==================== block 1
Fig. 1: block 1, signal wires on met3
Scale: 2 px per µm.
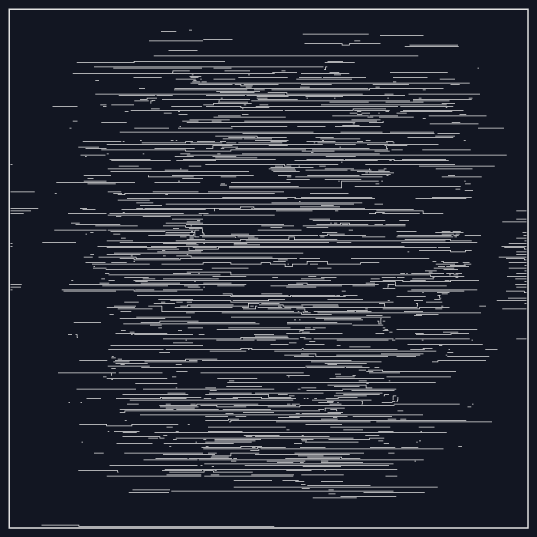

## src/rtl/pe_uno_seq.sv

```systemverilog
// Sequencer that feeds Horner coefficients and the gemm/uno mode select to a column of RAVEN PEs.
// Latency: gemm done 1 cycle after accept; uno done terms+DRAIN_LAT+1 cycles after accept.
// Backpressure: cmd_ready is high only in IDLE; optional busy-cycle counter under PE_UNO_SEQ_PERF_EN.
module pe_uno_seq #(
  parameter int MUL_BW    = 16,
  parameter int MAX_TERMS = 8,
  parameter int DRAIN_LAT = 2,
  localparam int IDX_BW   = $clog2(MAX_TERMS),
  localparam int TRM_BW   = IDX_BW + 1
) (
  input  logic              clk,
  input  logic              rst,
  input  logic              cmd_valid,
  output logic              cmd_ready,
  input  logic [1:0]        cmd_op,
  input  logic [TRM_BW-1:0] cmd_terms,
  input  logic              cfg_we,
  input  logic [1:0]        cfg_op,
  input  logic [IDX_BW-1:0] cfg_idx,
  input  logic [MUL_BW-1:0] cfg_data,
  output logic [1:0]        gemm_uno,
  output logic [MUL_BW-1:0] wc_o,
  output logic              wc_vld,
  output logic              busy,
  output logic              done,
  output logic              err
`ifdef PE_UNO_SEQ_PERF_EN
  ,
  input  logic              perf_clr,
  output logic [31:0]       perf_busy_cnt
`endif
);

  // Drain counter holds DRAIN_LAT-1 down to 0; keep at least one bit so DRAIN_LAT=0 still elaborates.
  localparam int DRN_BW = (DRAIN_LAT > 1) ? $clog2(DRAIN_LAT) : 1;
  localparam logic [DRN_BW-1:0] DRN_INIT = DRN_BW'((DRAIN_LAT > 0) ? DRAIN_LAT - 1 : 0);

  typedef enum logic [1:0] {S_IDLE, S_ISSUE, S_DRAIN, S_DONE} state_t;

  state_t              state_q, state_d;
  logic [1:0]          op_q, op_d;
  logic [IDX_BW-1:0]   idx_q, idx_d;
  logic [DRN_BW-1:0]   drn_q, drn_d;
  logic [1:0]          gemm_d;
  logic [MUL_BW-1:0]   wc_d;
  logic                vld_d, done_d, err_d;
  logic                terms_ok;
  logic                tbl_wr;

  // Row 0 (gemm) exists only to keep indexing direct by op code; it is never written.
  logic [MUL_BW-1:0]   tbl [4][MAX_TERMS];

  assign terms_ok = (cmd_terms != '0) && (cmd_terms <= TRM_BW'(MAX_TERMS));
  // Writes into the table being streamed would corrupt the in-flight evaluation, so they are dropped.
  assign tbl_wr   = cfg_we && (cfg_op != 2'b00) && !((state_q == S_ISSUE) && (cfg_op == op_q));

  // Coefficient table: cleared on reset, written from the config port.
  always_ff @(posedge clk) begin
    if (rst) begin
      for (int o = 0; o < 4; o++)
        for (int i = 0; i < MAX_TERMS; i++)
          tbl[o][i] <= '0;
    end else if (tbl_wr) begin
      tbl[cfg_op][cfg_idx] <= cfg_data;
    end
  end

  // Next-state and next-output decode; outputs are registered from these values.
  always_comb begin
    state_d = state_q;
    op_d    = op_q;
    idx_d   = idx_q;
    drn_d   = drn_q;
    gemm_d  = gemm_uno;
    wc_d    = '0;
    vld_d   = 1'b0;
    done_d  = 1'b0;
    err_d   = 1'b0;
    case (state_q)
      S_IDLE: begin
        if (cmd_valid && cmd_ready) begin
          if (cmd_op == 2'b00) begin
            state_d = S_DONE;
            op_d    = 2'b00;
            gemm_d  = 2'b00;
            done_d  = 1'b1;
          end else if (terms_ok) begin
            state_d = S_ISSUE;
            op_d    = cmd_op;
            idx_d   = IDX_BW'(cmd_terms - TRM_BW'(1));
            gemm_d  = cmd_op;
            vld_d   = 1'b1;
            wc_d    = tbl[cmd_op][idx_d];
          end else begin
            err_d   = 1'b1;
          end
        end
      end
      S_ISSUE: begin
        if (idx_q == '0) begin
          if (DRAIN_LAT > 0) begin
            state_d = S_DRAIN;
            drn_d   = DRN_INIT;
          end else begin
            state_d = S_DONE;
            done_d  = 1'b1;
          end
        end else begin
          idx_d = idx_q - IDX_BW'(1);
          vld_d = 1'b1;
          wc_d  = tbl[op_q][idx_d];
        end
      end
      S_DRAIN: begin
        if (drn_q == '0) begin
          state_d = S_DONE;
          done_d  = 1'b1;
        end else begin
          drn_d = drn_q - DRN_BW'(1);
        end
      end
      S_DONE: begin
        state_d = S_IDLE;
      end
      default: state_d = S_IDLE;
    endcase
  end

  // State, counters and registered outputs.
  always_ff @(posedge clk) begin
    if (rst) begin
      state_q   <= S_IDLE;
      op_q      <= 2'b00;
      idx_q     <= '0;
      drn_q     <= '0;
      gemm_uno  <= 2'b00;
      wc_o      <= '0;
      wc_vld    <= 1'b0;
      busy      <= 1'b0;
      done      <= 1'b0;
      err       <= 1'b0;
      cmd_ready <= 1'b1;
    end else begin
      state_q   <= state_d;
      op_q      <= op_d;
      idx_q     <= idx_d;
      drn_q     <= drn_d;
      gemm_uno  <= gemm_d;
      wc_o      <= wc_d;
      wc_vld    <= vld_d;
      busy      <= (state_d != S_IDLE);
      done      <= done_d;
      err       <= err_d;
      cmd_ready <= (state_d == S_IDLE);
    end
  end

`ifdef PE_UNO_SEQ_PERF_EN
  // Saturating count of busy cycles; clear takes priority over increment.
  always_ff @(posedge clk) begin
    if (rst || perf_clr) begin
      perf_busy_cnt <= '0;
    end else if (busy && (perf_busy_cnt != '1)) begin
      perf_busy_cnt <= perf_busy_cnt + 32'd1;
    end
  end
`endif

endmodule
```

## config.mk

```make
export PLATFORM = sky130hd
export DESIGN_NAME = pe_uno_seq
export DESIGN_NICKNAME = d
export VERILOG_FILES = /design/src/rtl/pe_uno_seq.sv
export SDC_FILE = /design/constraint.sdc
export NUM_CORES = 1
export LEC_CHECK = 0
export ABC_AREA = 0
export CORE_MARGIN = 5
export CORE_UTILIZATION = 45
export CTS_BUF_LIST = sky130_fd_sc_hd__clkbuf_4 sky130_fd_sc_hd__clkbuf_8
export DETAILED_ROUTE_END_ITERATION = 10
export GPL_TIMING_DRIVEN = 0
export SYNTH_ARGS = -nofsm -noshare
export SYNTH_HDL_FRONTEND = slang
export SYNTH_SLANG_ARGS = --single-unit
```

## constraint.sdc

```tcl
create_clock -name clk -period 4 [get_ports clk]
set_input_delay 0.8 -clock clk [delete_from_list [all_inputs] [get_ports clk]]
set_output_delay 0.8 -clock clk [all_outputs]
set_load 0.005 [all_outputs]
```

==================== block 2
`src/rtl/csr_pkg.sv`:
```
// CSR address map and operation encoding shared by the
// CSR file, the decoder and the forwarding unit.
package csr_pkg;

  localparam int XLEN  = 32;
  localparam int CNT_W = 64;

  localparam logic [11:0] CSR_CYCLE     = 12'hC00;
  localparam logic [11:0] CSR_CYCLEH    = 12'hC80;
  localparam logic [11:0] CSR_INSTRET   = 12'hC02;
  localparam logic [11:0] CSR_INSTRETH  = 12'hC82;
  localparam logic [11:0] CSR_MCYCLE    = 12'hB00;
  localparam logic [11:0] CSR_MCYCLEH   = 12'hB80;
  localparam logic [11:0] CSR_MINSTRET  = 12'hB02;
  localparam logic [11:0] CSR_MINSTRETH = 12'hB82;
  localparam logic [11:0] CSR_MSCRATCH  = 12'h340;

  typedef enum logic [1:0] {
    ILL = 2'b00,
    RW  = 2'b01,
    RS  = 2'b10,
    RC  = 2'b11
  } csr_op_e;

endpackage

```
`src/rtl/csr_counter64.sv`:
```
// 64-bit counter built from two 32-bit halves, each
// independently writable; a written half ignores increment/carry.
module csr_counter64 (
  input  logic        clk,
  input  logic        rst,
  input  logic        inc,
  input  logic        wr_lo,
  input  logic        wr_hi,
  input  logic [31:0] wdata,
  output logic [63:0] q
);

  logic [31:0] lo;
  logic [31:0] hi;
  logic        carry;

  // a write to lo replaces the wrapping increment, so no carry
  assign carry = inc & (&lo) & ~wr_lo;

  always_ff @(posedge clk) begin
    if (rst) begin
      lo <= '0;
      hi <= '0;
    end else begin
      if (wr_lo)
        lo <= wdata;
      else if (inc)
        lo <= lo + 32'd1;
      if (wr_hi)
        hi <= wdata;
      else if (carry)
        hi <= hi + 32'd1;
    end
  end

  assign q = {hi, lo};

endmodule

```
`src/rtl/csr_file.sv`:
```
// Zicsr/Zicntr register file: address decode, RS/RC merge,
// illegal-access detection, read mux, mscratch and counters.
module csr_file
  import csr_pkg::*;
#(
  parameter int XLEN  = 32,
  parameter int CNT_W = 64
) (
  input  logic             clk,
  input  logic             rst,
  input  logic             csr_en,
  input  logic [1:0]       csr_op,
  input  logic [11:0]      csr_addr,
  input  logic [XLEN-1:0]  csr_wdata,
  input  logic             rs1_zero,
  input  logic             stall,
  input  logic             inst_retire,
  output logic [XLEN-1:0]  csr_rdata,
  output logic             csr_illegal,
  output logic [CNT_W-1:0] csr_cycle,
  output logic [CNT_W-1:0] csr_instret
);

  csr_op_e         op;
  logic            sel_cyc_lo;
  logic            sel_cyc_hi;
  logic            sel_ins_lo;
  logic            sel_ins_hi;
  logic            sel_mcyc_lo;
  logic            sel_mcyc_hi;
  logic            sel_mins_lo;
  logic            sel_mins_hi;
  logic            sel_msc;
  logic            mapped;
  logic            ro;
  logic            wr_req;
  logic            we;
  logic [XLEN-1:0] old;
  logic [XLEN-1:0] wval;
  logic [XLEN-1:0] mscratch;

  assign op = csr_op_e'(csr_op);

  assign sel_cyc_lo  = csr_addr == CSR_CYCLE;
  assign sel_cyc_hi  = csr_addr == CSR_CYCLEH;
  assign sel_ins_lo  = csr_addr == CSR_INSTRET;
  assign sel_ins_hi  = csr_addr == CSR_INSTRETH;
  assign sel_mcyc_lo = csr_addr == CSR_MCYCLE;
  assign sel_mcyc_hi = csr_addr == CSR_MCYCLEH;
  assign sel_mins_lo = csr_addr == CSR_MINSTRET;
  assign sel_mins_hi = csr_addr == CSR_MINSTRETH;
  assign sel_msc     = csr_addr == CSR_MSCRATCH;

  always_comb begin
    old    = '0;
    mapped = 1'b0;
    unique case (1'b1)
      sel_cyc_lo, sel_mcyc_lo: begin
        old    = csr_cycle[31:0];
        mapped = 1'b1;
      end
      sel_cyc_hi, sel_mcyc_hi: begin
        old    = csr_cycle[63:32];
        mapped = 1'b1;
      end
      sel_ins_lo, sel_mins_lo: begin
        old    = csr_instret[31:0];
        mapped = 1'b1;
      end
      sel_ins_hi, sel_mins_hi: begin
        old    = csr_instret[63:32];
        mapped = 1'b1;
      end
      sel_msc: begin
        old    = mscratch;
        mapped = 1'b1;
      end
      default: ;
    endcase
  end

  assign ro     = csr_addr[11:10] == 2'b11;
  assign wr_req = csr_en & ((op == RW) | ~rs1_zero);

  assign csr_illegal = csr_en &
    (~mapped | (op == ILL) | (wr_req & ro));

  assign we = wr_req & ~stall & ~csr_illegal;

  always_comb begin
    wval = csr_wdata;
    unique case (op)
      RW:      wval = csr_wdata;
      RS:      wval = old | csr_wdata;
      RC:      wval = old & ~csr_wdata;
      default: wval = csr_wdata;
    endcase
  end

  assign csr_rdata = csr_en ? old : '0;

  always_ff @(posedge clk) begin
    if (rst)
      mscratch <= '0;
    else if (we & sel_msc)
      mscratch <= wval;
  end

  csr_counter64 u_cycle (
    .clk   (clk),
    .rst   (rst),
    .inc   (1'b1),
    .wr_lo (we & sel_mcyc_lo),
    .wr_hi (we & sel_mcyc_hi),
    .wdata (wval),
    .q     (csr_cycle)
  );

  csr_counter64 u_instret (
    .clk   (clk),
    .rst   (rst),
    .inc   (inst_retire),
    .wr_lo (we & sel_mins_lo),
    .wr_hi (we & sel_mins_hi),
    .wdata (wval),
    .q     (csr_instret)
  );

endmodule

```
`config.mk`:
```
export PLATFORM = sky130hd
export DESIGN_NAME = csr_file
export DESIGN_NICKNAME = d
export VERILOG_FILES = /design/src/rtl/csr_pkg.sv /design/src/rtl/csr_counter64.sv /design/src/rtl/csr_file.sv
export SDC_FILE = /design/constraint.sdc
export NUM_CORES = 1
export LEC_CHECK = 0
export CORE_ASPECT_RATIO = 2
export CORE_MARGIN = 5
export CORE_UTILIZATION = 40
export CTS_CLUSTER_DIAMETER = 50
export DETAILED_ROUTE_END_ITERATION = 8
export GPL_TIMING_DRIVEN = 1
export PLACE_DENSITY_LB_ADDON = 0.3
export SYNTH_ARGS = -nofsm -noshare
export SYNTH_HDL_FRONTEND = slang
export SYNTH_SLANG_ARGS = --single-unit
```
`constraint.sdc`:
```
create_clock -name clk -period 2.9 [get_ports clk]
set_clock_uncertainty 0.05 [all_clocks]
set_input_delay 0.435 -clock clk [delete_from_list [all_inputs] [get_ports clk]]
set_output_delay 0.435 -clock clk [all_outputs]
set_load 0.1 [all_outputs]
```
Fig. 2: block 1, routed clock nets over the placement
Scale: 2 px per µm.
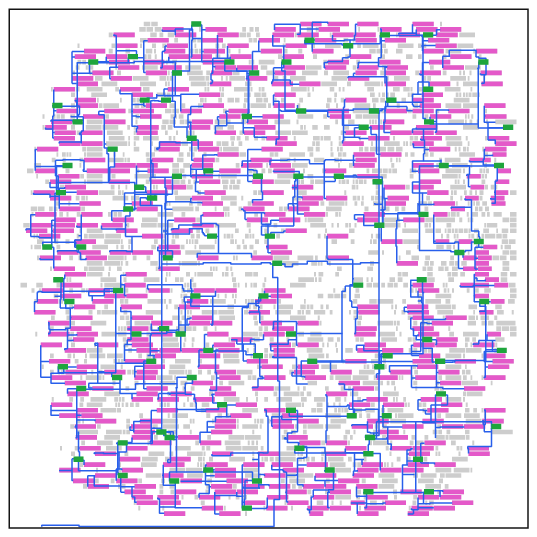
legend:
  flip-flops:
    color: magenta
    count: 543
  clock wires:
    color: blue
    length: 8,160 µm
  clock-net drivers:
    color: green
    count: 96
flops lie: all over the die

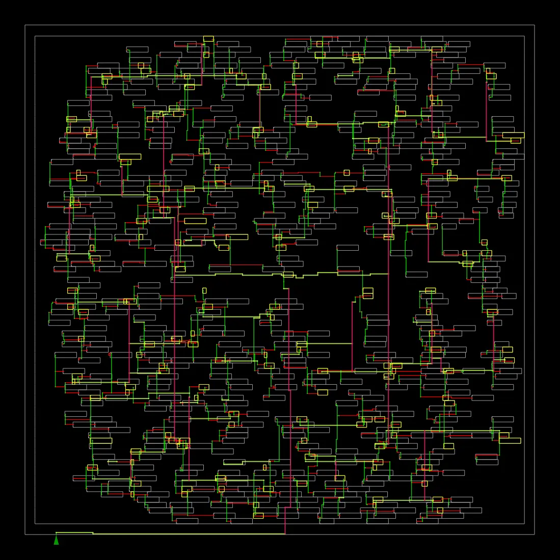
Fig. 3. Clock nets (block 1).
CLK BUF: 138
total CTS buffers: 96
flop count: 543
skew final: 0.0226 ns

Notes on Fig. 1 above:
longest straight run: 160 µm
nets with wire on the layer: 469

==> run summary, block 1 <==
impl run done, here's what came out: ys async rst share=0%, Slew Limit Fails=10, Final setup viols=1, leak pwr=11.3 nW, Critical Path AT=4.65 ns, failing checks=max-capacitance violations, max-slew violations, negative setup slack, GRT busiest layer=met2, worst setup margin=-0.0976 ns, global route overflow=0, Setup TNS Final=-0.0976 ns, biggest regs=tbl (512), wc_o (16), idx_q (3), most used cell, CP=buf_2, CTS clock-pin slew for the worst setup and hold paths=0.06 ns, Cell Type Count=53, status=finished, violations left, fraction of layout cells with a size suffix above 1=23.4%, met2 Track Usage GR=50.5%, Die Span X=259 µm, pwr dens=497 nW/µm², Main logic family=multiplexers, CP top delay family=buffers and inverters, number of max-cap violations=1, tap cells=790, Hold Path Stages=2, largest net degree at the start of global routing=20, total core area=61,500 µm², buffering overhead=4.28%, Total GRT Usage=35.7%
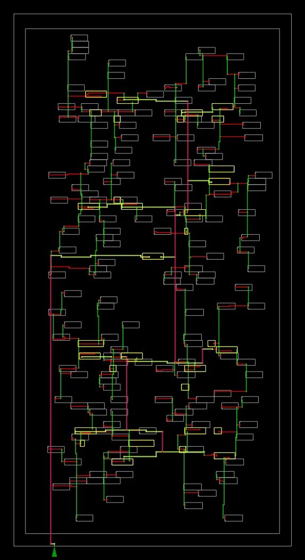
Fig. 4. Clock nets (block 2).
total CTS buffers: 17
CLK BUF: 20
flop count: 160
Clock Latency Late Sink: 0.46 ns

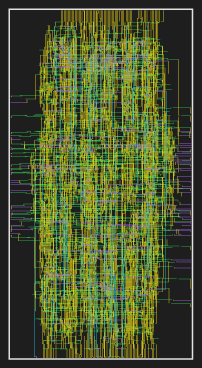
Fig. 5. Signal wires by layer (block 2).
Scale: 1.5 px per µm.
legend:
  M2:
    color: yellow
    wire_length: 22.9 mm
  M1:
    color: green
    wire_length: 15,100 µm
  M4:
    color: cyan
    wire_length: 3,590 µm
  M3:
    color: purple
    wire_length: 2,970 µm
wire per inst: 23.9 µm
Via Count: 11.6k
final WL: 44,600 µm
Total GRT Usage: 30.8%

==> run summary, block 2 <==
impl run done, here's what came out: Top Layer Used=met4, Main logic family=simple AND/OR/NAND/NOR gates, Critical Path AT=2.47 ns, Final setup viols=9, dpl cells=1,806, sequential portion of the cell area=22.1%, FF-to-FF Start=u_instret.lo[0]$_SDFFE_PP0P_, met1 Use GR=32.8%, Crit. End Element=primary output, Psw=0.00133 W, DRT Pass-1 Iters=7, switching share of power=25.9%, Cells after Synth=1,202, final net count=1,573, most common cell after layout, fill and taps aside=buf_4, Max power group=clock, failing checks=negative setup slack, synth cell count leaders=dfxtp_1, xnor2_1, nor2_1, GRT busiest layer=met2, pre-CTS setup slack=-0.671 ns, # resized after CTS=50, FF/Latch Area=3240 µm², combinational group share of total power=10.2%, metal2 WL=22,900 µm, unrepaired setup endpoints after global routing=yes, worst setup margin=-0.0555 ns, RR Endpoint=u_instret.hi[28]$_SDFFE_PP0P_, most used cell, CP=buf_6, global route overflow=0, Avg Inst Size Synth=8.22 µm², bufs w/o clock=385, Syn Nets=1,258, Dominant flop cell=dfxtp_1, Leading cell kind=combinational gates, largest net degree at the start of global routing=54, met2 Track Usage GR=54.1%, hold crit path type=primary input to flip-flop, vias in the first global route=11.3k, Die Span X=121 µm, worst reg2reg path depth=8, ao+oa area frac=22.1%, Setup TNS Final=-0.242 ns, status=finished, violations left

==================== block 3
Fig. 6: block 3, clock nets
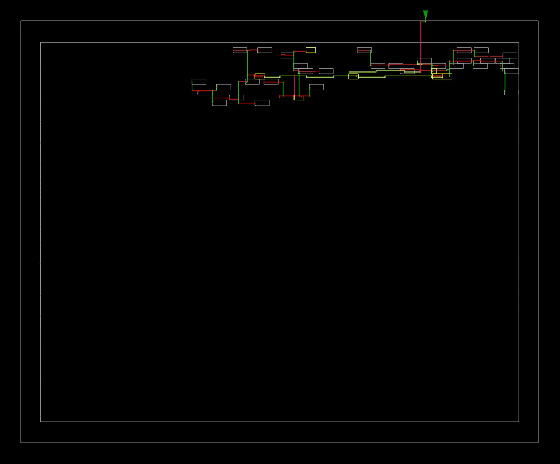

<file path="src/rtl/alu_mc.sv">
// -----------------------------------------------------------------------------
// alu_mc : parametrised multi-cycle integer ALU
//
// Sits between decode and writeback. An operation is sampled when
// in_valid && in_ready. Single-cycle ops present a registered result on
// rd_data one cycle after accept; signed div/rem run on an iterative
// restoring divider and present their result XLEN+1 cycles after accept.
// The result is held with out_valid high until out_ready is seen.
//
// Optional feature macro: ALU_DIV_EN
//   defined   : divider and DIV state built; opcodes 1101/1110 give signed
//               quotient / remainder.
//   undefined : no divider; 1101/1110 complete in one cycle with result 0,
//               busy is tied low.
//
// Ports:
//   clk        in   clock
//   rst        in   synchronous reset, active-high
//   in_valid   in   operation request valid
//   in_ready   out  an operation can be accepted this cycle
//   is_lui     in   result = imm << 12 (highest priority)
//   is_i_type  in   result = rs1 + imm
//   alu_ops    in   opcode when neither is_lui nor is_i_type
//   rs1_data   in   operand 1
//   rs2_data   in   operand 2 (shift amount uses the low SHW bits)
//   imm        in   immediate
//   out_valid  out  rd_data valid
//   out_ready  in   consumer accepts rd_data
//   rd_data    out  result
//   busy       out  divider iterating
// -----------------------------------------------------------------------------
module alu_mc #(
   parameter  int XLEN = 32,
   localparam int SHW  = $clog2(XLEN)
) (
   input  logic            clk,
   input  logic            rst,
   input  logic            in_valid,
   output logic            in_ready,
   input  logic            is_lui,
   input  logic            is_i_type,
   input  logic [3:0]      alu_ops,
   input  logic [XLEN-1:0] rs1_data,
   input  logic [XLEN-1:0] rs2_data,
   input  logic [XLEN-1:0] imm,
   output logic            out_valid,
   input  logic            out_ready,
   output logic [XLEN-1:0] rd_data,
   output logic            busy
);

`ifdef ALU_DIV_EN
   typedef enum logic [1:0] {S_IDLE = 2'd0, S_DONE = 2'd1, S_DIV = 2'd2} state_t;
`else
   typedef enum logic [1:0] {S_IDLE = 2'd0, S_DONE = 2'd1} state_t;
`endif

   state_t            state_q, state_d;
   logic [XLEN-1:0]   rd_q, rd_d;
   logic              accept;
   logic [SHW-1:0]    shamt;
   logic [XLEN-1:0]   alu_res;

   assign shamt     = rs2_data[SHW-1:0];
   assign in_ready  = (state_q == S_IDLE) || ((state_q == S_DONE) && out_ready);
   assign accept    = in_valid && in_ready;
   assign out_valid = (state_q == S_DONE);
   assign rd_data   = rd_q;

   // Single-cycle result; div/rem opcodes fall to the default 0 here and are
   // diverted to the divider below when it is built.
   always_comb begin
      alu_res = '0;
      if (is_lui) begin
         alu_res = imm << 12;
      end else if (is_i_type) begin
         alu_res = rs1_data + imm;
      end else begin
         case (alu_ops)
            4'b0000: alu_res = rs1_data + rs2_data;
            4'b0001: alu_res = rs1_data - rs2_data;
            4'b0010: alu_res = rs1_data ^ rs2_data;
            4'b0011: alu_res = rs1_data | rs2_data;
            4'b0100: alu_res = rs1_data & rs2_data;
            4'b0101: alu_res = rs1_data << shamt;
            4'b0110: alu_res = rs1_data >> shamt;
            4'b0111: alu_res = $signed(rs1_data) >>> shamt;
            4'b1000: alu_res = {{(XLEN-1){1'b0}}, ($signed(rs1_data) < $signed(rs2_data))};
            4'b1001: alu_res = {{(XLEN-1){1'b0}}, (rs1_data < rs2_data)};
            4'b1100: alu_res = rs1_data * rs2_data;
            default: alu_res = '0;
         endcase
      end
   end

`ifdef ALU_DIV_EN
   localparam int CW = SHW + 1;

   logic              is_div_op;
   logic [CW-1:0]     cnt_q, cnt_d;
   logic [XLEN-1:0]   rem_q, rem_d;      // partial remainder
   logic [XLEN-1:0]   quo_q, quo_d;      // dividend shifting out, quotient shifting in
   logic [XLEN-1:0]   dvs_q, dvs_d;      // |divisor|
   logic              neg_q_q, neg_q_d;  // negate quotient at the end
   logic              neg_r_q, neg_r_d;  // negate remainder at the end
   logic              dz_q, dz_d;        // divide by zero
   logic              op_rem_q, op_rem_d;
   logic [XLEN:0]     trial;
   logic              ge;
   logic [XLEN-1:0]   rem_step, quo_step;

   assign is_div_op = !is_lui && !is_i_type && ((alu_ops == 4'b1101) || (alu_ops == 4'b1110));

   // One restoring step: shift the next dividend bit into the remainder and
   // subtract the divisor if it fits. The remainder stays below the divisor,
   // so it always fits back into XLEN bits.
   always_comb begin
      trial    = {rem_q, quo_q[XLEN-1]};
      ge       = (trial >= {1'b0, dvs_q});
      rem_step = ge ? XLEN'(trial - {1'b0, dvs_q}) : trial[XLEN-1:0];
      quo_step = {quo_q[XLEN-2:0], ge};
   end
`endif

   always_comb begin
      state_d = state_q;
      rd_d    = rd_q;
`ifdef ALU_DIV_EN
      cnt_d    = cnt_q;
      rem_d    = rem_q;
      quo_d    = quo_q;
      dvs_d    = dvs_q;
      neg_q_d  = neg_q_q;
      neg_r_d  = neg_r_q;
      dz_d     = dz_q;
      op_rem_d = op_rem_q;
`endif
      case (state_q)
         S_DONE: if (out_ready) state_d = S_IDLE;
`ifdef ALU_DIV_EN
         S_DIV: begin
            rem_d = rem_step;
            quo_d = quo_step;
            cnt_d = cnt_q - CW'(1);
            // Last quotient bit: apply sign correction in the same cycle.
            if (cnt_q == CW'(1)) begin
               state_d = S_DONE;
               if (op_rem_q)
                  rd_d = neg_r_q ? -rem_step : rem_step;
               else if (dz_q)
                  rd_d = '1;
               else
                  rd_d = neg_q_q ? -quo_step : quo_step;
            end
         end
`endif
         default: ;
      endcase

      // Accept is only possible from IDLE or a DONE being drained, so it
      // overrides the DONE->IDLE transition above.
      if (accept) begin
`ifdef ALU_DIV_EN
         if (is_div_op) begin
            state_d  = S_DIV;
            cnt_d    = CW'(XLEN);
            rem_d    = '0;
            quo_d    = rs1_data[XLEN-1] ? -rs1_data : rs1_data;
            dvs_d    = rs2_data[XLEN-1] ? -rs2_data : rs2_data;
            dz_d     = (rs2_data == '0);
            neg_q_d  = rs1_data[XLEN-1] ^ rs2_data[XLEN-1];
            neg_r_d  = rs1_data[XLEN-1];
            op_rem_d = alu_ops[1];
         end else begin
            state_d = S_DONE;
            rd_d    = alu_res;
         end
`else
         state_d = S_DONE;
         rd_d    = alu_res;
`endif
      end
   end

   always_ff @(posedge clk) begin
      if (rst) begin
         state_q <= S_IDLE;
         rd_q    <= '0;
`ifdef ALU_DIV_EN
         cnt_q    <= '0;
         rem_q    <= '0;
         quo_q    <= '0;
         dvs_q    <= '0;
         neg_q_q  <= 1'b0;
         neg_r_q  <= 1'b0;
         dz_q     <= 1'b0;
         op_rem_q <= 1'b0;
`endif
      end else begin
         state_q <= state_d;
         rd_q    <= rd_d;
`ifdef ALU_DIV_EN
         cnt_q    <= cnt_d;
         rem_q    <= rem_d;
         quo_q    <= quo_d;
         dvs_q    <= dvs_d;
         neg_q_q  <= neg_q_d;
         neg_r_q  <= neg_r_d;
         dz_q     <= dz_d;
         op_rem_q <= op_rem_d;
`endif
      end
   end

`ifdef ALU_DIV_EN
   assign busy = (state_q == S_DIV);
`else
   assign busy = 1'b0;
`endif

endmodule
</file>
<file path="config.mk">
export PLATFORM = sky130hd
export DESIGN_NAME = alu_mc
export DESIGN_NICKNAME = d
export VERILOG_FILES = /design/src/rtl/alu_mc.sv
export SDC_FILE = /design/constraint.sdc
export NUM_CORES = 2
export LEC_CHECK = 0
export CAP_MARGIN = 40
export CORE_ASPECT_RATIO = 0.8
export CORE_MARGIN = 10
export CORE_UTILIZATION = 55
export CTS_BUF_LIST = sky130_fd_sc_hd__clkbuf_2 sky130_fd_sc_hd__clkbuf_4 sky130_fd_sc_hd__clkbuf_8
export CTS_CLUSTER_DIAMETER = 40
export CTS_CLUSTER_SIZE = 14
export DETAILED_ROUTE_END_ITERATION = 8
export HOLD_SLACK_MARGIN = 0.12
export PLACE_DENSITY = 0.77
export SYNTH_ARGS = -nofsm -noshare
export SYNTH_HDL_FRONTEND = slang
export SYNTH_SLANG_ARGS = --single-unit
</file>
<file path="constraint.sdc">
create_clock -name clk -period 7.7 [get_ports clk]
set_input_delay 0.77 -clock clk [delete_from_list [all_inputs] [get_ports clk]]
set_output_delay 0.77 -clock clk [all_outputs]
set_load 0.01 [all_outputs]
</file>
==================== block 4
==> src/rtl/seg_scan_ctrl.sv <==
// Binary-to-BCD display controller: sequential double-dabble conversion of a
// 16-bit write into five BCD digits, multiplexed onto a scanned 8-digit display.
module seg_scan_ctrl #(
  parameter int SCAN_DIV = 100000
) (
  input  logic        clk,
  input  logic        reset,
  input  logic        wr_en,
  input  logic [15:0] wr_data,
  output logic        busy,
  output logic [7:0]  digit_sel,
  output logic [3:0]  bcd_digit
);

  localparam int PW = (SCAN_DIV > 1) ? $clog2(SCAN_DIV) : 1;

  typedef enum logic [1:0] {IDLE, CONV, LOAD} state_t;

  state_t          state, state_nx;
  logic [35:0]     sh;          // {bcd[19:0], bin[15:0]}
  logic [3:0]      iter;
  logic [15:0]     pend_data;
  logic            pend_valid;
  logic [4:0][3:0] disp;
  logic [PW-1:0]   presc;
  logic [2:0]      idx;
  logic            start;
  logic [15:0]     start_data;
  logic [4:0]      en;

  // One double-dabble iteration: adjust nibbles >= 5, then shift left.
  function automatic logic [35:0] dd_step(input logic [35:0] r);
    logic [35:0] t;
    t = r;
    for (int i = 0; i < 5; i++)
      if (t[16+4*i +: 4] >= 4'd5) t[16+4*i +: 4] = t[16+4*i +: 4] + 4'd3;
    return {t[34:0], 1'b0};
  endfunction

  always_ff @(posedge clk or posedge reset)
    if (reset) state <= IDLE;
    else       state <= state_nx;

  always_comb begin
    state_nx = state;
    case (state)
      IDLE:    if (wr_en) state_nx = CONV;
      CONV:    if (iter == 4'd15) state_nx = LOAD;
      LOAD:    state_nx = (wr_en || pend_valid) ? CONV : IDLE;
      default: state_nx = IDLE;
    endcase
  end

  always_comb begin
    busy       = (state != IDLE);
    start      = ((state == IDLE) && wr_en) || ((state == LOAD) && (wr_en || pend_valid));
    // a write landing in the LOAD cycle beats the older pending value
    start_data = wr_en ? wr_data : pend_data;
  end

  always_ff @(posedge clk or posedge reset)
    if (reset) begin
      sh         <= '0;
      iter       <= '0;
      pend_data  <= '0;
      pend_valid <= 1'b0;
      disp       <= '0;
    end else begin
      case (state)
        CONV: begin
          sh   <= dd_step(sh);
          iter <= iter + 4'd1;
          if (wr_en) begin
            pend_data  <= wr_data;
            pend_valid <= 1'b1;
          end
        end
        LOAD: begin
          disp       <= sh[35:16];
          pend_valid <= 1'b0;
        end
        default: ;
      endcase
      if (start) begin
        sh   <= {20'd0, start_data};
        iter <= '0;
      end
    end

  // free-running scan, untouched by conversion activity
  always_ff @(posedge clk or posedge reset)
    if (reset) begin
      presc <= '0;
      idx   <= '0;
    end else if (presc == PW'(SCAN_DIV - 1)) begin
      presc <= '0;
      idx   <= idx + 3'd1;
    end else begin
      presc <= presc + 1'b1;
    end

  always_comb begin
    en    = '0;
    en[4] = |disp[4];
    for (int k = 3; k >= 1; k--) en[k] = en[k+1] | (|disp[k]);
    en[0] = 1'b1;
  end

  always_comb begin
    digit_sel = '0;
    bcd_digit = '0;
    case (idx)
      3'd0: begin bcd_digit = disp[0]; digit_sel = 8'h01; end
      3'd1: begin bcd_digit = disp[1]; if (en[1]) digit_sel = 8'h02; end
      3'd2: begin bcd_digit = disp[2]; if (en[2]) digit_sel = 8'h04; end
      3'd3: begin bcd_digit = disp[3]; if (en[3]) digit_sel = 8'h08; end
      3'd4: begin bcd_digit = disp[4]; if (en[4]) digit_sel = 8'h10; end
      default: ;
    endcase
  end

endmodule

==> config.mk <==
export PLATFORM = sky130hd
export DESIGN_NAME = seg_scan_ctrl
export DESIGN_NICKNAME = d
export VERILOG_FILES = /design/src/rtl/seg_scan_ctrl.sv
export SDC_FILE = /design/constraint.sdc
export NUM_CORES = 1
export LEC_CHECK = 0
export CAP_MARGIN = 15
export CORE_UTILIZATION = 40
export DETAILED_ROUTE_END_ITERATION = 8
export DONT_BUFFER_PORTS = 1
export PLACE_DENSITY_LB_ADDON = 0.3
export SYNTH_ARGS = -nofsm -noshare
export SYNTH_HDL_FRONTEND = slang
export SYNTH_SLANG_ARGS = --single-unit
==> constraint.sdc <==
create_clock -name clk -period 3.6 [get_ports clk]
set_input_delay 0.54 -clock clk [delete_from_list [all_inputs] [get_ports clk]]
set_output_delay 0.54 -clock clk [all_outputs]
set_load 0.02 [all_outputs]
==================== block 5
--- src/rtl/arbiter_control_pkg.sv ---
// Shared types and constants for the L1/L2 port arbiter.
// Select encoding: 0 steers the datapath to the D-cache, 1 to the I-cache.
package arbiter_control_pkg;

    typedef enum logic [1:0] {
        ARB_IDLE,
        ARB_SERVE_I,
        ARB_SERVE_D,
        ARB_RELEASE
    } arb_state_t;

    localparam logic ARB_SEL_D = 1'b0;
    localparam logic ARB_SEL_I = 1'b1;

    // Round-robin pick: a lone requester wins, a tie goes to the side not served last.
    function automatic logic pick_winner(input logic i_req, input logic d_req,
                                         input logic last_grant);
        logic winner;
        if (i_req && d_req) begin
            winner = ~last_grant;
        end else if (i_req) begin
            winner = ARB_SEL_I;
        end else if (d_req) begin
            winner = ARB_SEL_D;
        end else begin
            winner = last_grant;
        end
        return winner;
    endfunction

endpackage

--- src/rtl/arbiter_watchdog.sv ---
// Saturating 16-bit wait counter with a sticky timeout flag for a pending L2 transaction.
// The flag only ever clears through reset; the arbiter keeps waiting after it sets.
module arbiter_watchdog
    import arbiter_control_pkg::*;
#(
    parameter int TIMEOUT_CYCLES = 1024
) (
    input  logic clk,
    input  logic reset_n,
    input  logic clear,
    input  logic count_en,
    input  logic l2_mem_resp,
    output logic timeout
);

    logic [15:0] count_q, count_d;
    logic        timeout_q, timeout_d;
    logic [16:0] count_next;

    // A response in the cycle that would hit the limit still counts as on time.
    always_comb begin
        count_next = {1'b0, count_q} + 17'd1;
        count_d    = count_q;
        timeout_d  = timeout_q;
        if (clear) begin
            count_d = '0;
        end else if (count_en) begin
            if (!count_next[16]) begin
                count_d = count_next[15:0];
            end
            if (!l2_mem_resp && (count_next >= 17'(TIMEOUT_CYCLES))) begin
                timeout_d = 1'b1;
            end
        end
    end

    always_ff @(posedge clk or negedge reset_n) begin
        if (!reset_n) begin
            count_q   <= '0;
            timeout_q <= 1'b0;
        end else begin
            count_q   <= count_d;
            timeout_q <= timeout_d;
        end
    end

    assign timeout = timeout_q;

endmodule

--- src/rtl/arbiter_control.sv ---
// Sequencing FSM that hands the shared L2 port to the I-cache or D-cache, round-robin on ties.
// Selects are Mealy only in IDLE (zero-cycle grant); everywhere else they follow last_grant_q.
module arbiter_control
    import arbiter_control_pkg::*;
#(
    parameter int TIMEOUT_CYCLES = 1024
) (
    input  logic clk,
    input  logic reset_n,
    input  logic i_mem_read,
    input  logic i_mem_write,
    input  logic d_mem_read,
    input  logic d_mem_write,
    input  logic l2_mem_resp,
    output logic readsignalmux_sel,
    output logic writesignalmux_sel,
    output logic memaddressmux_sel,
    output logic memwdatamux_sel,
    output logic memrdatademux_sel,
    output logic memrespmux_sel,
    output logic arb_busy,
    output logic arb_timeout
);

    arb_state_t state_q, state_d;
    logic       last_grant_q, last_grant_d;
    logic       busy_q, busy_d;
    logic       i_req, d_req, winner, sel;
    logic       wd_clear, wd_count_en;

    assign i_req  = i_mem_read | i_mem_write;
    assign d_req  = d_mem_read | d_mem_write;
    assign winner = pick_winner(i_req, d_req, last_grant_q);

    // While serving, last_grant_q already holds the granted side, so it doubles as the select.
    always_comb begin
        state_d      = state_q;
        last_grant_d = last_grant_q;
        sel          = last_grant_q;
        wd_clear     = 1'b0;
        wd_count_en  = 1'b0;
        unique case (state_q)
            ARB_IDLE: begin
                sel = winner;
                if (i_req || d_req) begin
                    state_d      = (winner == ARB_SEL_I) ? ARB_SERVE_I : ARB_SERVE_D;
                    last_grant_d = winner;
                    wd_clear     = 1'b1;
                end
            end
            ARB_SERVE_I, ARB_SERVE_D: begin
                wd_count_en = 1'b1;
                if (l2_mem_resp) begin
                    state_d = ARB_RELEASE;
                end
            end
            ARB_RELEASE: begin
                state_d = ARB_IDLE;
            end
            default: begin
                state_d = ARB_IDLE;
            end
        endcase
        busy_d = (state_d != ARB_IDLE);
    end

    always_ff @(posedge clk or negedge reset_n) begin
        if (!reset_n) begin
            state_q      <= ARB_IDLE;
            last_grant_q <= ARB_SEL_I;
            busy_q       <= 1'b0;
        end else begin
            state_q      <= state_d;
            last_grant_q <= last_grant_d;
            busy_q       <= busy_d;
        end
    end

    arbiter_watchdog #(
        .TIMEOUT_CYCLES(TIMEOUT_CYCLES)
    ) u_watchdog (
        .clk        (clk),
        .reset_n    (reset_n),
        .clear      (wd_clear),
        .count_en   (wd_count_en),
        .l2_mem_resp(l2_mem_resp),
        .timeout    (arb_timeout)
    );

    assign readsignalmux_sel  = sel;
    assign writesignalmux_sel = sel;
    assign memaddressmux_sel  = sel;
    assign memwdatamux_sel    = sel;
    assign memrdatademux_sel  = sel;
    assign memrespmux_sel     = sel;
    assign arb_busy           = busy_q;

endmodule

--- config.mk ---
export PLATFORM = sky130hd
export DESIGN_NAME = arbiter_control
export DESIGN_NICKNAME = d
export VERILOG_FILES = /design/src/rtl/arbiter_control_pkg.sv /design/src/rtl/arbiter_watchdog.sv /design/src/rtl/arbiter_control.sv
export SDC_FILE = /design/constraint.sdc
export NUM_CORES = 1
export LEC_CHECK = 0
export ABC_CLOCK_PERIOD_IN_PS = 2700
export CAP_MARGIN = 20
export CORE_MARGIN = 1
export CORE_UTILIZATION = 35
export DETAILED_ROUTE_END_ITERATION = 8
export GPL_ROUTABILITY_DRIVEN = 0
export PLACE_DENSITY = 0.55
export SLEW_MARGIN = 20
export SYNTH_ARGS = -nofsm -noshare
export SYNTH_HDL_FRONTEND = slang
export SYNTH_SLANG_ARGS = --single-unit
--- constraint.sdc ---
create_clock -name clk -period 2.7 [get_ports clk]
set_input_delay 0.27 -clock clk [delete_from_list [all_inputs] [get_ports clk]]
set_output_delay 0.27 -clock clk [all_outputs]
set_load 0.01 [all_outputs]
==================== block 6
==> src/rtl/regfile_access_arbiter.sv <==
// Round-robin arbiter sharing the single-ported ECC register file between the
// Wishbone slave path and the logic-analyzer register port, with a ready timeout.
module regfile_access_arbiter #(
    parameter int unsigned WORD_SIZE      = 32,
    parameter int unsigned REGDIRSIZE     = 5,
    parameter int unsigned TIMEOUT_CYCLES = 16
) (
    input  logic                  clk_i,
    input  logic                  rst_i,
    input  logic                  wb_valid_i,
    input  logic                  wb_we_i,
    input  logic [REGDIRSIZE-1:0] wb_addr_i,
    input  logic [WORD_SIZE-1:0]  wb_wdata_i,
    output logic                  wb_ack_o,
    output logic                  wb_err_o,
    output logic [WORD_SIZE-1:0]  wb_rdata_o,
    input  logic                  la_req_i,
    input  logic                  la_we_i,
    input  logic [REGDIRSIZE-1:0] la_addr_i,
    input  logic [WORD_SIZE-1:0]  la_wdata_i,
    output logic                  la_done_o,
    output logic                  la_err_o,
    output logic [WORD_SIZE-1:0]  la_rdata_o,
    output logic                  rf_req_o,
    output logic                  rf_we_o,
    output logic [REGDIRSIZE-1:0] rf_addr_o,
    output logic [WORD_SIZE-1:0]  rf_wdata_o,
    input  logic                  rf_ready_i,
    input  logic [WORD_SIZE-1:0]  rf_rdata_i,
    input  logic                  rf_err_i,
    output logic                  grant_o,
    output logic                  busy_o
);
    localparam int unsigned CntW = $clog2(TIMEOUT_CYCLES + 1);

    typedef enum logic [1:0] {StIdle, StWait, StWbResp, StLaHold} state_e;

    state_e                state_q;
    logic                  last_q;
    logic                  grant_q;
    logic                  rf_req_q;
    logic                  rf_we_q;
    logic [REGDIRSIZE-1:0] rf_addr_q;
    logic [WORD_SIZE-1:0]  rf_wdata_q;
    logic [CntW-1:0]       cnt_q;
    logic [WORD_SIZE-1:0]  cap_q;
    logic                  wb_ack_q;
    logic                  wb_err_q;
    logic [WORD_SIZE-1:0]  wb_rdata_q;
    logic                  wb_hold_q;
    logic                  wb_abort_q;
    logic                  la_done_q;
    logic                  la_err_q;
    logic [WORD_SIZE-1:0]  la_rdata_q;

    logic                  wb_req;
    logic                  pick_la;
    logic                  timeout;
    logic                  resp_err;
    logic [WORD_SIZE-1:0]  resp_data;

    always_comb begin
        // wb_hold_q masks the cycle right after an ack so a late stb drop is honoured
        wb_req    = wb_valid_i & ~wb_hold_q;
        pick_la   = (wb_req & la_req_i) ? ~last_q : la_req_i;
        timeout   = (cnt_q == CntW'(TIMEOUT_CYCLES - 1));
        resp_err  = rf_ready_i ? rf_err_i : 1'b1;
        resp_data = (rf_ready_i && !rf_we_q) ? rf_rdata_i : cap_q;
    end

    always_ff @(posedge clk_i or posedge rst_i) begin
        if (rst_i) begin
            state_q    <= StIdle;
            last_q     <= 1'b1;
            grant_q    <= 1'b0;
            rf_req_q   <= 1'b0;
            rf_we_q    <= 1'b0;
            rf_addr_q  <= '0;
            rf_wdata_q <= '0;
            cnt_q      <= '0;
            cap_q      <= '0;
            wb_ack_q   <= 1'b0;
            wb_err_q   <= 1'b0;
            wb_rdata_q <= '0;
            wb_hold_q  <= 1'b0;
            wb_abort_q <= 1'b0;
            la_done_q  <= 1'b0;
            la_err_q   <= 1'b0;
            la_rdata_q <= '0;
        end else begin
            wb_ack_q  <= 1'b0;
            wb_err_q  <= 1'b0;
            wb_hold_q <= 1'b0;
            unique case (state_q)
                StIdle: begin
                    if (wb_req || la_req_i) begin
                        grant_q    <= pick_la;
                        last_q     <= pick_la;
                        rf_req_q   <= 1'b1;
                        rf_we_q    <= pick_la ? la_we_i : wb_we_i;
                        rf_addr_q  <= pick_la ? la_addr_i : wb_addr_i;
                        rf_wdata_q <= pick_la ? la_wdata_i : wb_wdata_i;
                        cnt_q      <= '0;
                        wb_abort_q <= 1'b0;
                        state_q    <= StWait;
                    end
                end
                StWait: begin
                    if (!grant_q && !wb_valid_i) wb_abort_q <= 1'b1;
                    // ready takes priority over a coincident timeout
                    if (rf_ready_i || timeout) begin
                        rf_req_q <= 1'b0;
                        cap_q    <= resp_data;
                        if (grant_q) begin
                            la_done_q <= 1'b1;
                            la_err_q  <= resp_err;
                            if (rf_ready_i && !rf_we_q) la_rdata_q <= rf_rdata_i;
                            state_q <= StLaHold;
                        end else if (wb_abort_q || !wb_valid_i) begin
                            state_q <= StIdle;
                        end else begin
                            wb_ack_q   <= 1'b1;
                            wb_err_q   <= resp_err;
                            wb_rdata_q <= rf_we_q ? '0 : resp_data;
                            state_q    <= StWbResp;
                        end
                    end else begin
                        cnt_q <= cnt_q + CntW'(1);
                    end
                end
                StWbResp: begin
                    wb_rdata_q <= '0;
                    wb_hold_q  <= 1'b1;
                    state_q    <= StIdle;
                end
                StLaHold: begin
                    if (!la_req_i) begin
                        la_done_q <= 1'b0;
                        la_err_q  <= 1'b0;
                        state_q   <= StIdle;
                    end
                end
                default: state_q <= StIdle;
            endcase
        end
    end

    assign wb_ack_o   = wb_ack_q;
    assign wb_err_o   = wb_err_q;
    assign wb_rdata_o = wb_rdata_q;
    assign la_done_o  = la_done_q;
    assign la_err_o   = la_err_q;
    assign la_rdata_o = la_rdata_q;
    assign rf_req_o   = rf_req_q;
    assign rf_we_o    = rf_we_q;
    assign rf_addr_o  = rf_addr_q;
    assign rf_wdata_o = rf_wdata_q;
    assign grant_o    = grant_q;
    assign busy_o     = (state_q != StIdle);

endmodule

==> config.mk <==
export PLATFORM = sky130hd
export DESIGN_NAME = regfile_access_arbiter
export DESIGN_NICKNAME = d
export VERILOG_FILES = /design/src/rtl/regfile_access_arbiter.sv
export SDC_FILE = /design/constraint.sdc
export NUM_CORES = 1
export LEC_CHECK = 0
export CAP_MARGIN = 40
export CORE_MARGIN = 2
export CORE_UTILIZATION = 30
export DETAILED_ROUTE_END_ITERATION = 8
export MAX_ROUTING_LAYER = met4
export PLACE_DENSITY = 0.57
export SLEW_MARGIN = 10
export SYNTH_ARGS = -nofsm -noshare
export SYNTH_HDL_FRONTEND = slang
export SYNTH_SLANG_ARGS = --single-unit
==> constraint.sdc <==
create_clock -name clk_i -period 4.56 [get_ports clk_i]
set_input_delay 0.912 -clock clk_i [delete_from_list [all_inputs] [get_ports clk_i]]
set_output_delay 0.912 -clock clk_i [all_outputs]
set_load 0.02 [all_outputs]
Fig. 7: block 6, routed clock nets over the placement
Scale: 3 px per µm.
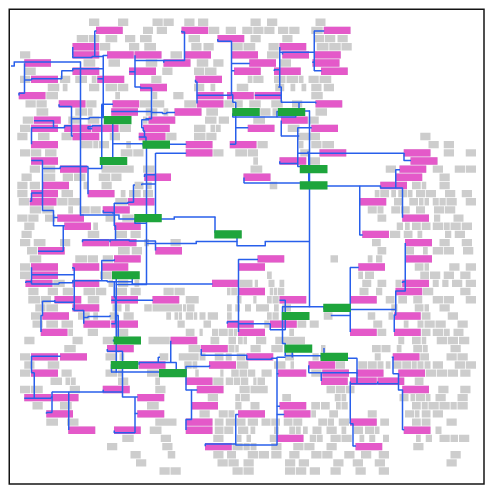
legend:
  flip-flops:
    color: magenta
    count: 150
  clock wires:
    color: blue
    length: 2,050 µm
  clock-net drivers:
    color: green
    count: 17
routed clock nets: 18
flops lie: all over the die
Clock Latency Late Sink: 0.42 ns
skew final: 0.0105 ns

==> run summary, block 6 <==
impl run done, here's what came out: synth cell count leaders=dfrtp_1, mux2_2, o21ai_0, RR Endpoint=rf_wdata_o[22]$_DFFE_PP0P_, type of origin of the critical path=flip-flop, wire per inst=18.3 µm, total CTS buffers=17, M1 wire length=8860 µm, final net count=900, H-Tree Depth=4, status=completed, placed cell area=9650 µm², row cnt=56, Critical Path AT=2.10 ns, Top Ports=223, total core area=23,300 µm², critical path fanouts, max=18, yosys xor share=0%, CTS tree=yes, fin crit share=66.1%
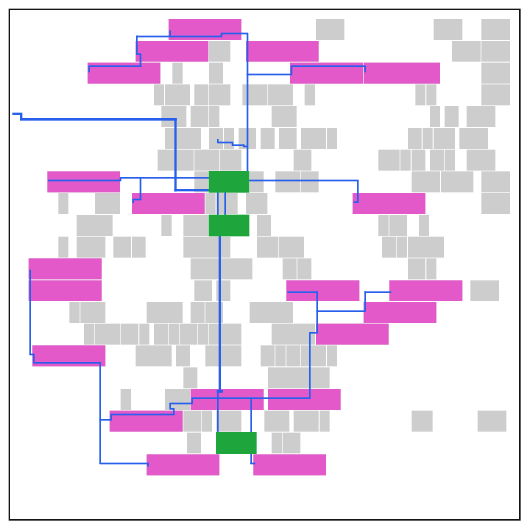
Fig. 8. Routed clock nets over the placement (block 5).
Scale: 8 px per µm.
legend:
  clock wires:
    color: blue
    length: 298 µm
  clock-net drivers:
    color: green
    count: 3
  flip-flops:
    color: magenta
    count: 21
flops lie: all over the die

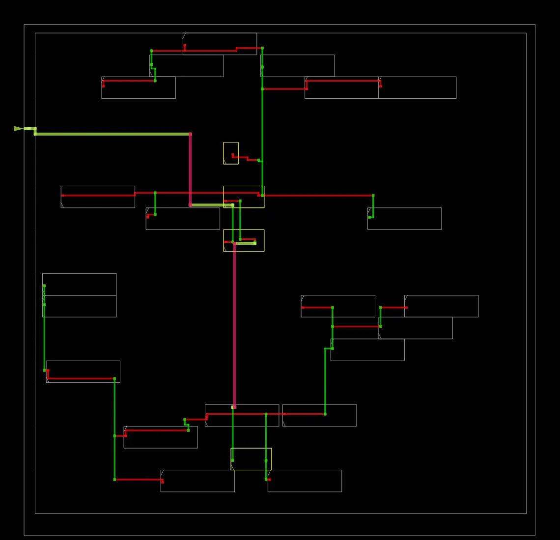
Fig. 9. Clock nets (block 5).
clk sinks: 21
skew final: 0.00402 ns

==> run summary, block 5 <==
impl run done, here's what came out: Syn Nets=149, ys async rst share=100%, largest net degree at the start of global routing=22, CTS clock-pin slew for the worst setup and hold paths=0.08 ns, Total GRT Usage=15.0%, Setup TNS Final=0 ns, status=completed, Final setup viols=0, final WL=2630 µm, CP top delay family=buffers and inverters, vias in the first global route=1,035, Yosys Instances=140, first-pass GRT wire length=4750 µm, Largest Register=u_watchdog.count_q, unrepaired setup endpoints after global routing=no, worst setup path startpoint=state_q[1]$_DFF_PN0_, biggest regs=u_watchdog.count_q (16), state_q (2), most used cell, CP=nand2_1, worst setup margin=0.585 ns
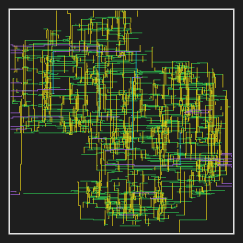
Fig. 10. Signal wires by layer (block 4).
Scale: 2 px per µm.
legend:
  M3:
    color: purple
    wire_length: 416 µm
  M4:
    color: cyan
    wire_length: 121 µm
  M1:
    color: green
    wire_length: 4,380 µm
  M2:
    color: yellow
    wire_length: 3,960 µm
final WL: 8870 µm
wire per inst: 14.9 µm
Via Count: 3,230
Total GRT Usage: 15.6%

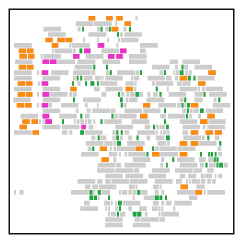
Fig. 11. Logic cells by family (block 4).
Scale: 2 px per µm.
legend:
  mux cells:
    color: orange
    cells: 47
  non-inverting ao/oa cells:
    color: magenta
    cells: 15
    where: upper left
  nand cells:
    color: green
    cells: 82
Non-Filler Instances: 596
most common cell after layout, fill and taps aside: dfrtp_1

==> run summary, block 4 <==
impl run done, here's what came out: status=finished, violations left, failing checks=design-rule violations, DRC viols=2, crit path time final=2.46 ns, yosys xor share=4.38%, postcts setup bufs=0, HPWL after detailed placement=6050 µm, Slew Limit Fails=0, logic area=2140 µm², slew of the pin with the lowest slew margin=0.976 ns, skew final=0.00530 ns, setup slack, reg-to-reg=1.55 ns, pre-CTS setup slack=1.47 ns, row cnt=39, Syn Std Cell Area=4800 µm², unrepaired setup endpoints after global routing=no
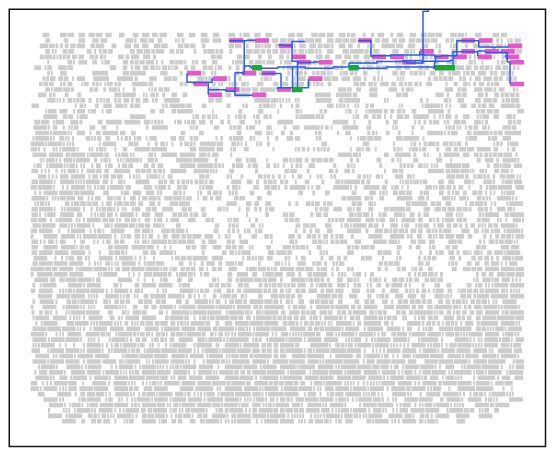
Fig. 12. Routed clock nets over the placement (block 3).
Scale: 2 px per µm.
legend:
  clock wires:
    color: blue
    length: 575 µm
  clock-net drivers:
    color: green
    count: 5
  flip-flops:
    color: magenta
    count: 33
routed clock nets: 6

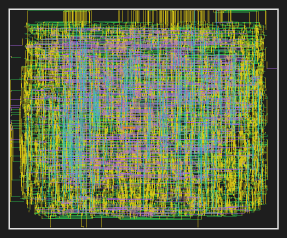
Fig. 13. Signal wires by layer (block 3).
Scale: 1 px per µm.
legend:
  M4:
    color: cyan
    wire_length: 9,700 µm
  M5:
    color: orange
    wire_length: 11.0 µm
  M2:
    color: yellow
    wire_length: 51.5 mm
  M3:
    color: purple
    wire_length: 22.2 mm
  M1:
    color: green
    wire_length: 48.3 mm

## Picture notes: Fig. 6
total CTS buffers: 5
flop count: 33
CLK BUF: 7
Clock Latency Late Sink: 0.30 ns

==> run summary, block 3 <==
impl run done, here's what came out: Basic Gates by Area=16.7%, clk sinks=33, bufs w/o clock=611, slowest stage cell, crit path=fa_1, failing checks=negative setup slack, Via Count=29.3k, skew final=0.00727 ns, Final setup viols=1, status=finished, violations left, setup slack, reg-to-reg=5.30 ns, largest net degree at the start of global routing=49, critical path type=primary input to flip-flop, dpl cells=4,380, worst setup margin=-0.00410 ns, top cells, area=fa_1, ha_1, nor2_1, inv_1, nand2_1, HPWL after detailed placement=105,000 µm, critical path fanouts, max=4

==> screenshots <==
Signal wires on met3.
shot_01.png
Scale: 3 px per µm.
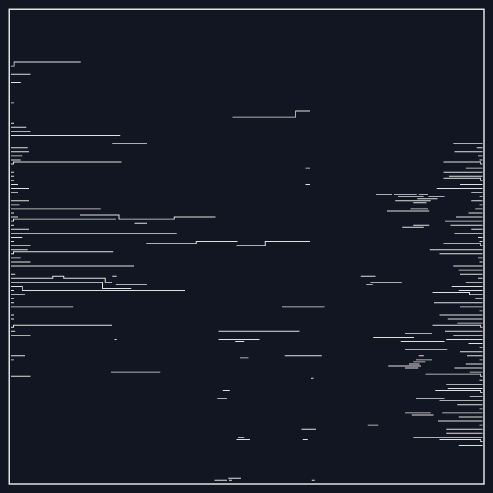
shot_02.png
Scale: 2 px per µm.
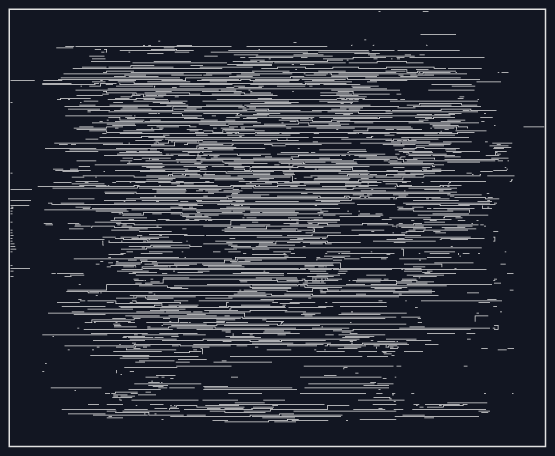
shot_03.png
Scale: 4 px per µm.
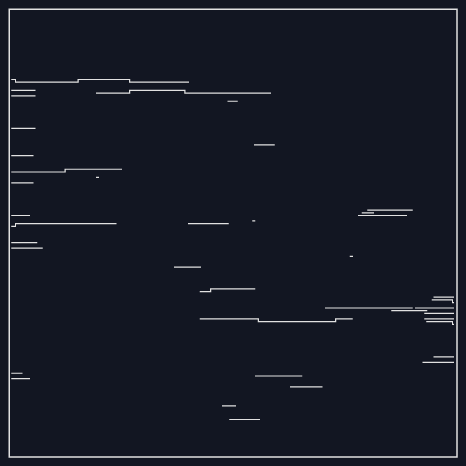
shot_04.png
Scale: 8 px per µm.
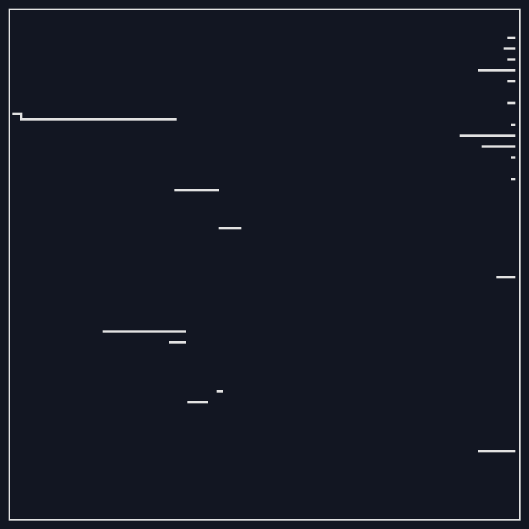
block 4 -> shot_03.png
block 6 -> shot_01.png
block 3 -> shot_02.png
block 5 -> shot_04.png
- smallest die: shot_04.png



==> notes/layouts.md <==
Pictures saved along the way, in no particular order.

Signal wires by layer.
image #1
Scale: 2 px per µm.
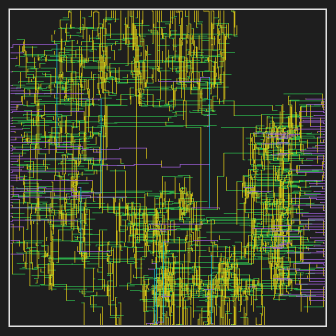
image #2
Scale: 4 px per µm.
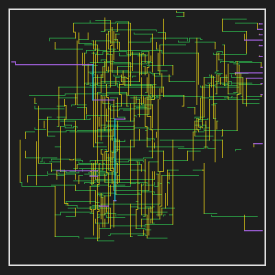
image #3
Scale: 1 px per µm.
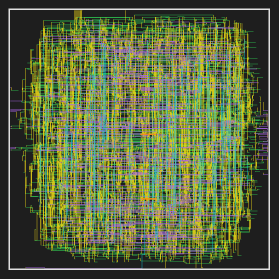
Of these, most wire: image #3
Of these, smallest die: image #2
Image #1 comes from block 6.
Image #3 comes from block 1.
Image #2 comes from block 5.

Key to image #2:
legend:
  M1:
    color: green
    wire_length: 1,280 µm
  M2:
    color: yellow
    wire_length: 1,250 µm
  M3:
    color: purple
    wire_length: 69.2 µm
  M4:
    color: cyan
    wire_length: 29.2 µm


## Gallery

Logic cells by family.
(a)
Scale: 1.5 px per µm.
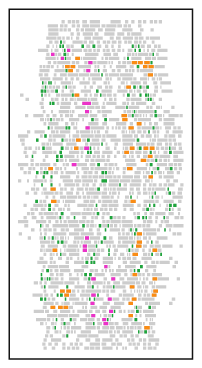
(b)
Scale: 2 px per µm.
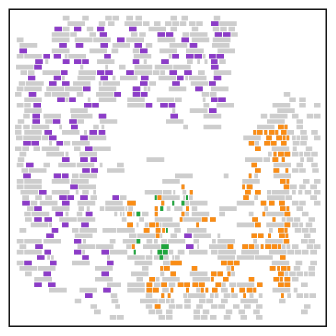
(c)
Scale: 4 px per µm.
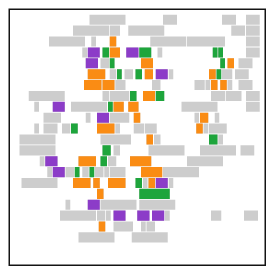
block 2 -> (a)
block 6 -> (b)
block 5 -> (c)

Key to (c):
legend:
  aoi and oai cells:
    color: orange
    cells: 28
  nand cells:
    color: green
    cells: 20
  xor and xnor cells:
    color: purple
    cells: 13

Power figures rest on the tool's default switching activity, not on a simulated workload.
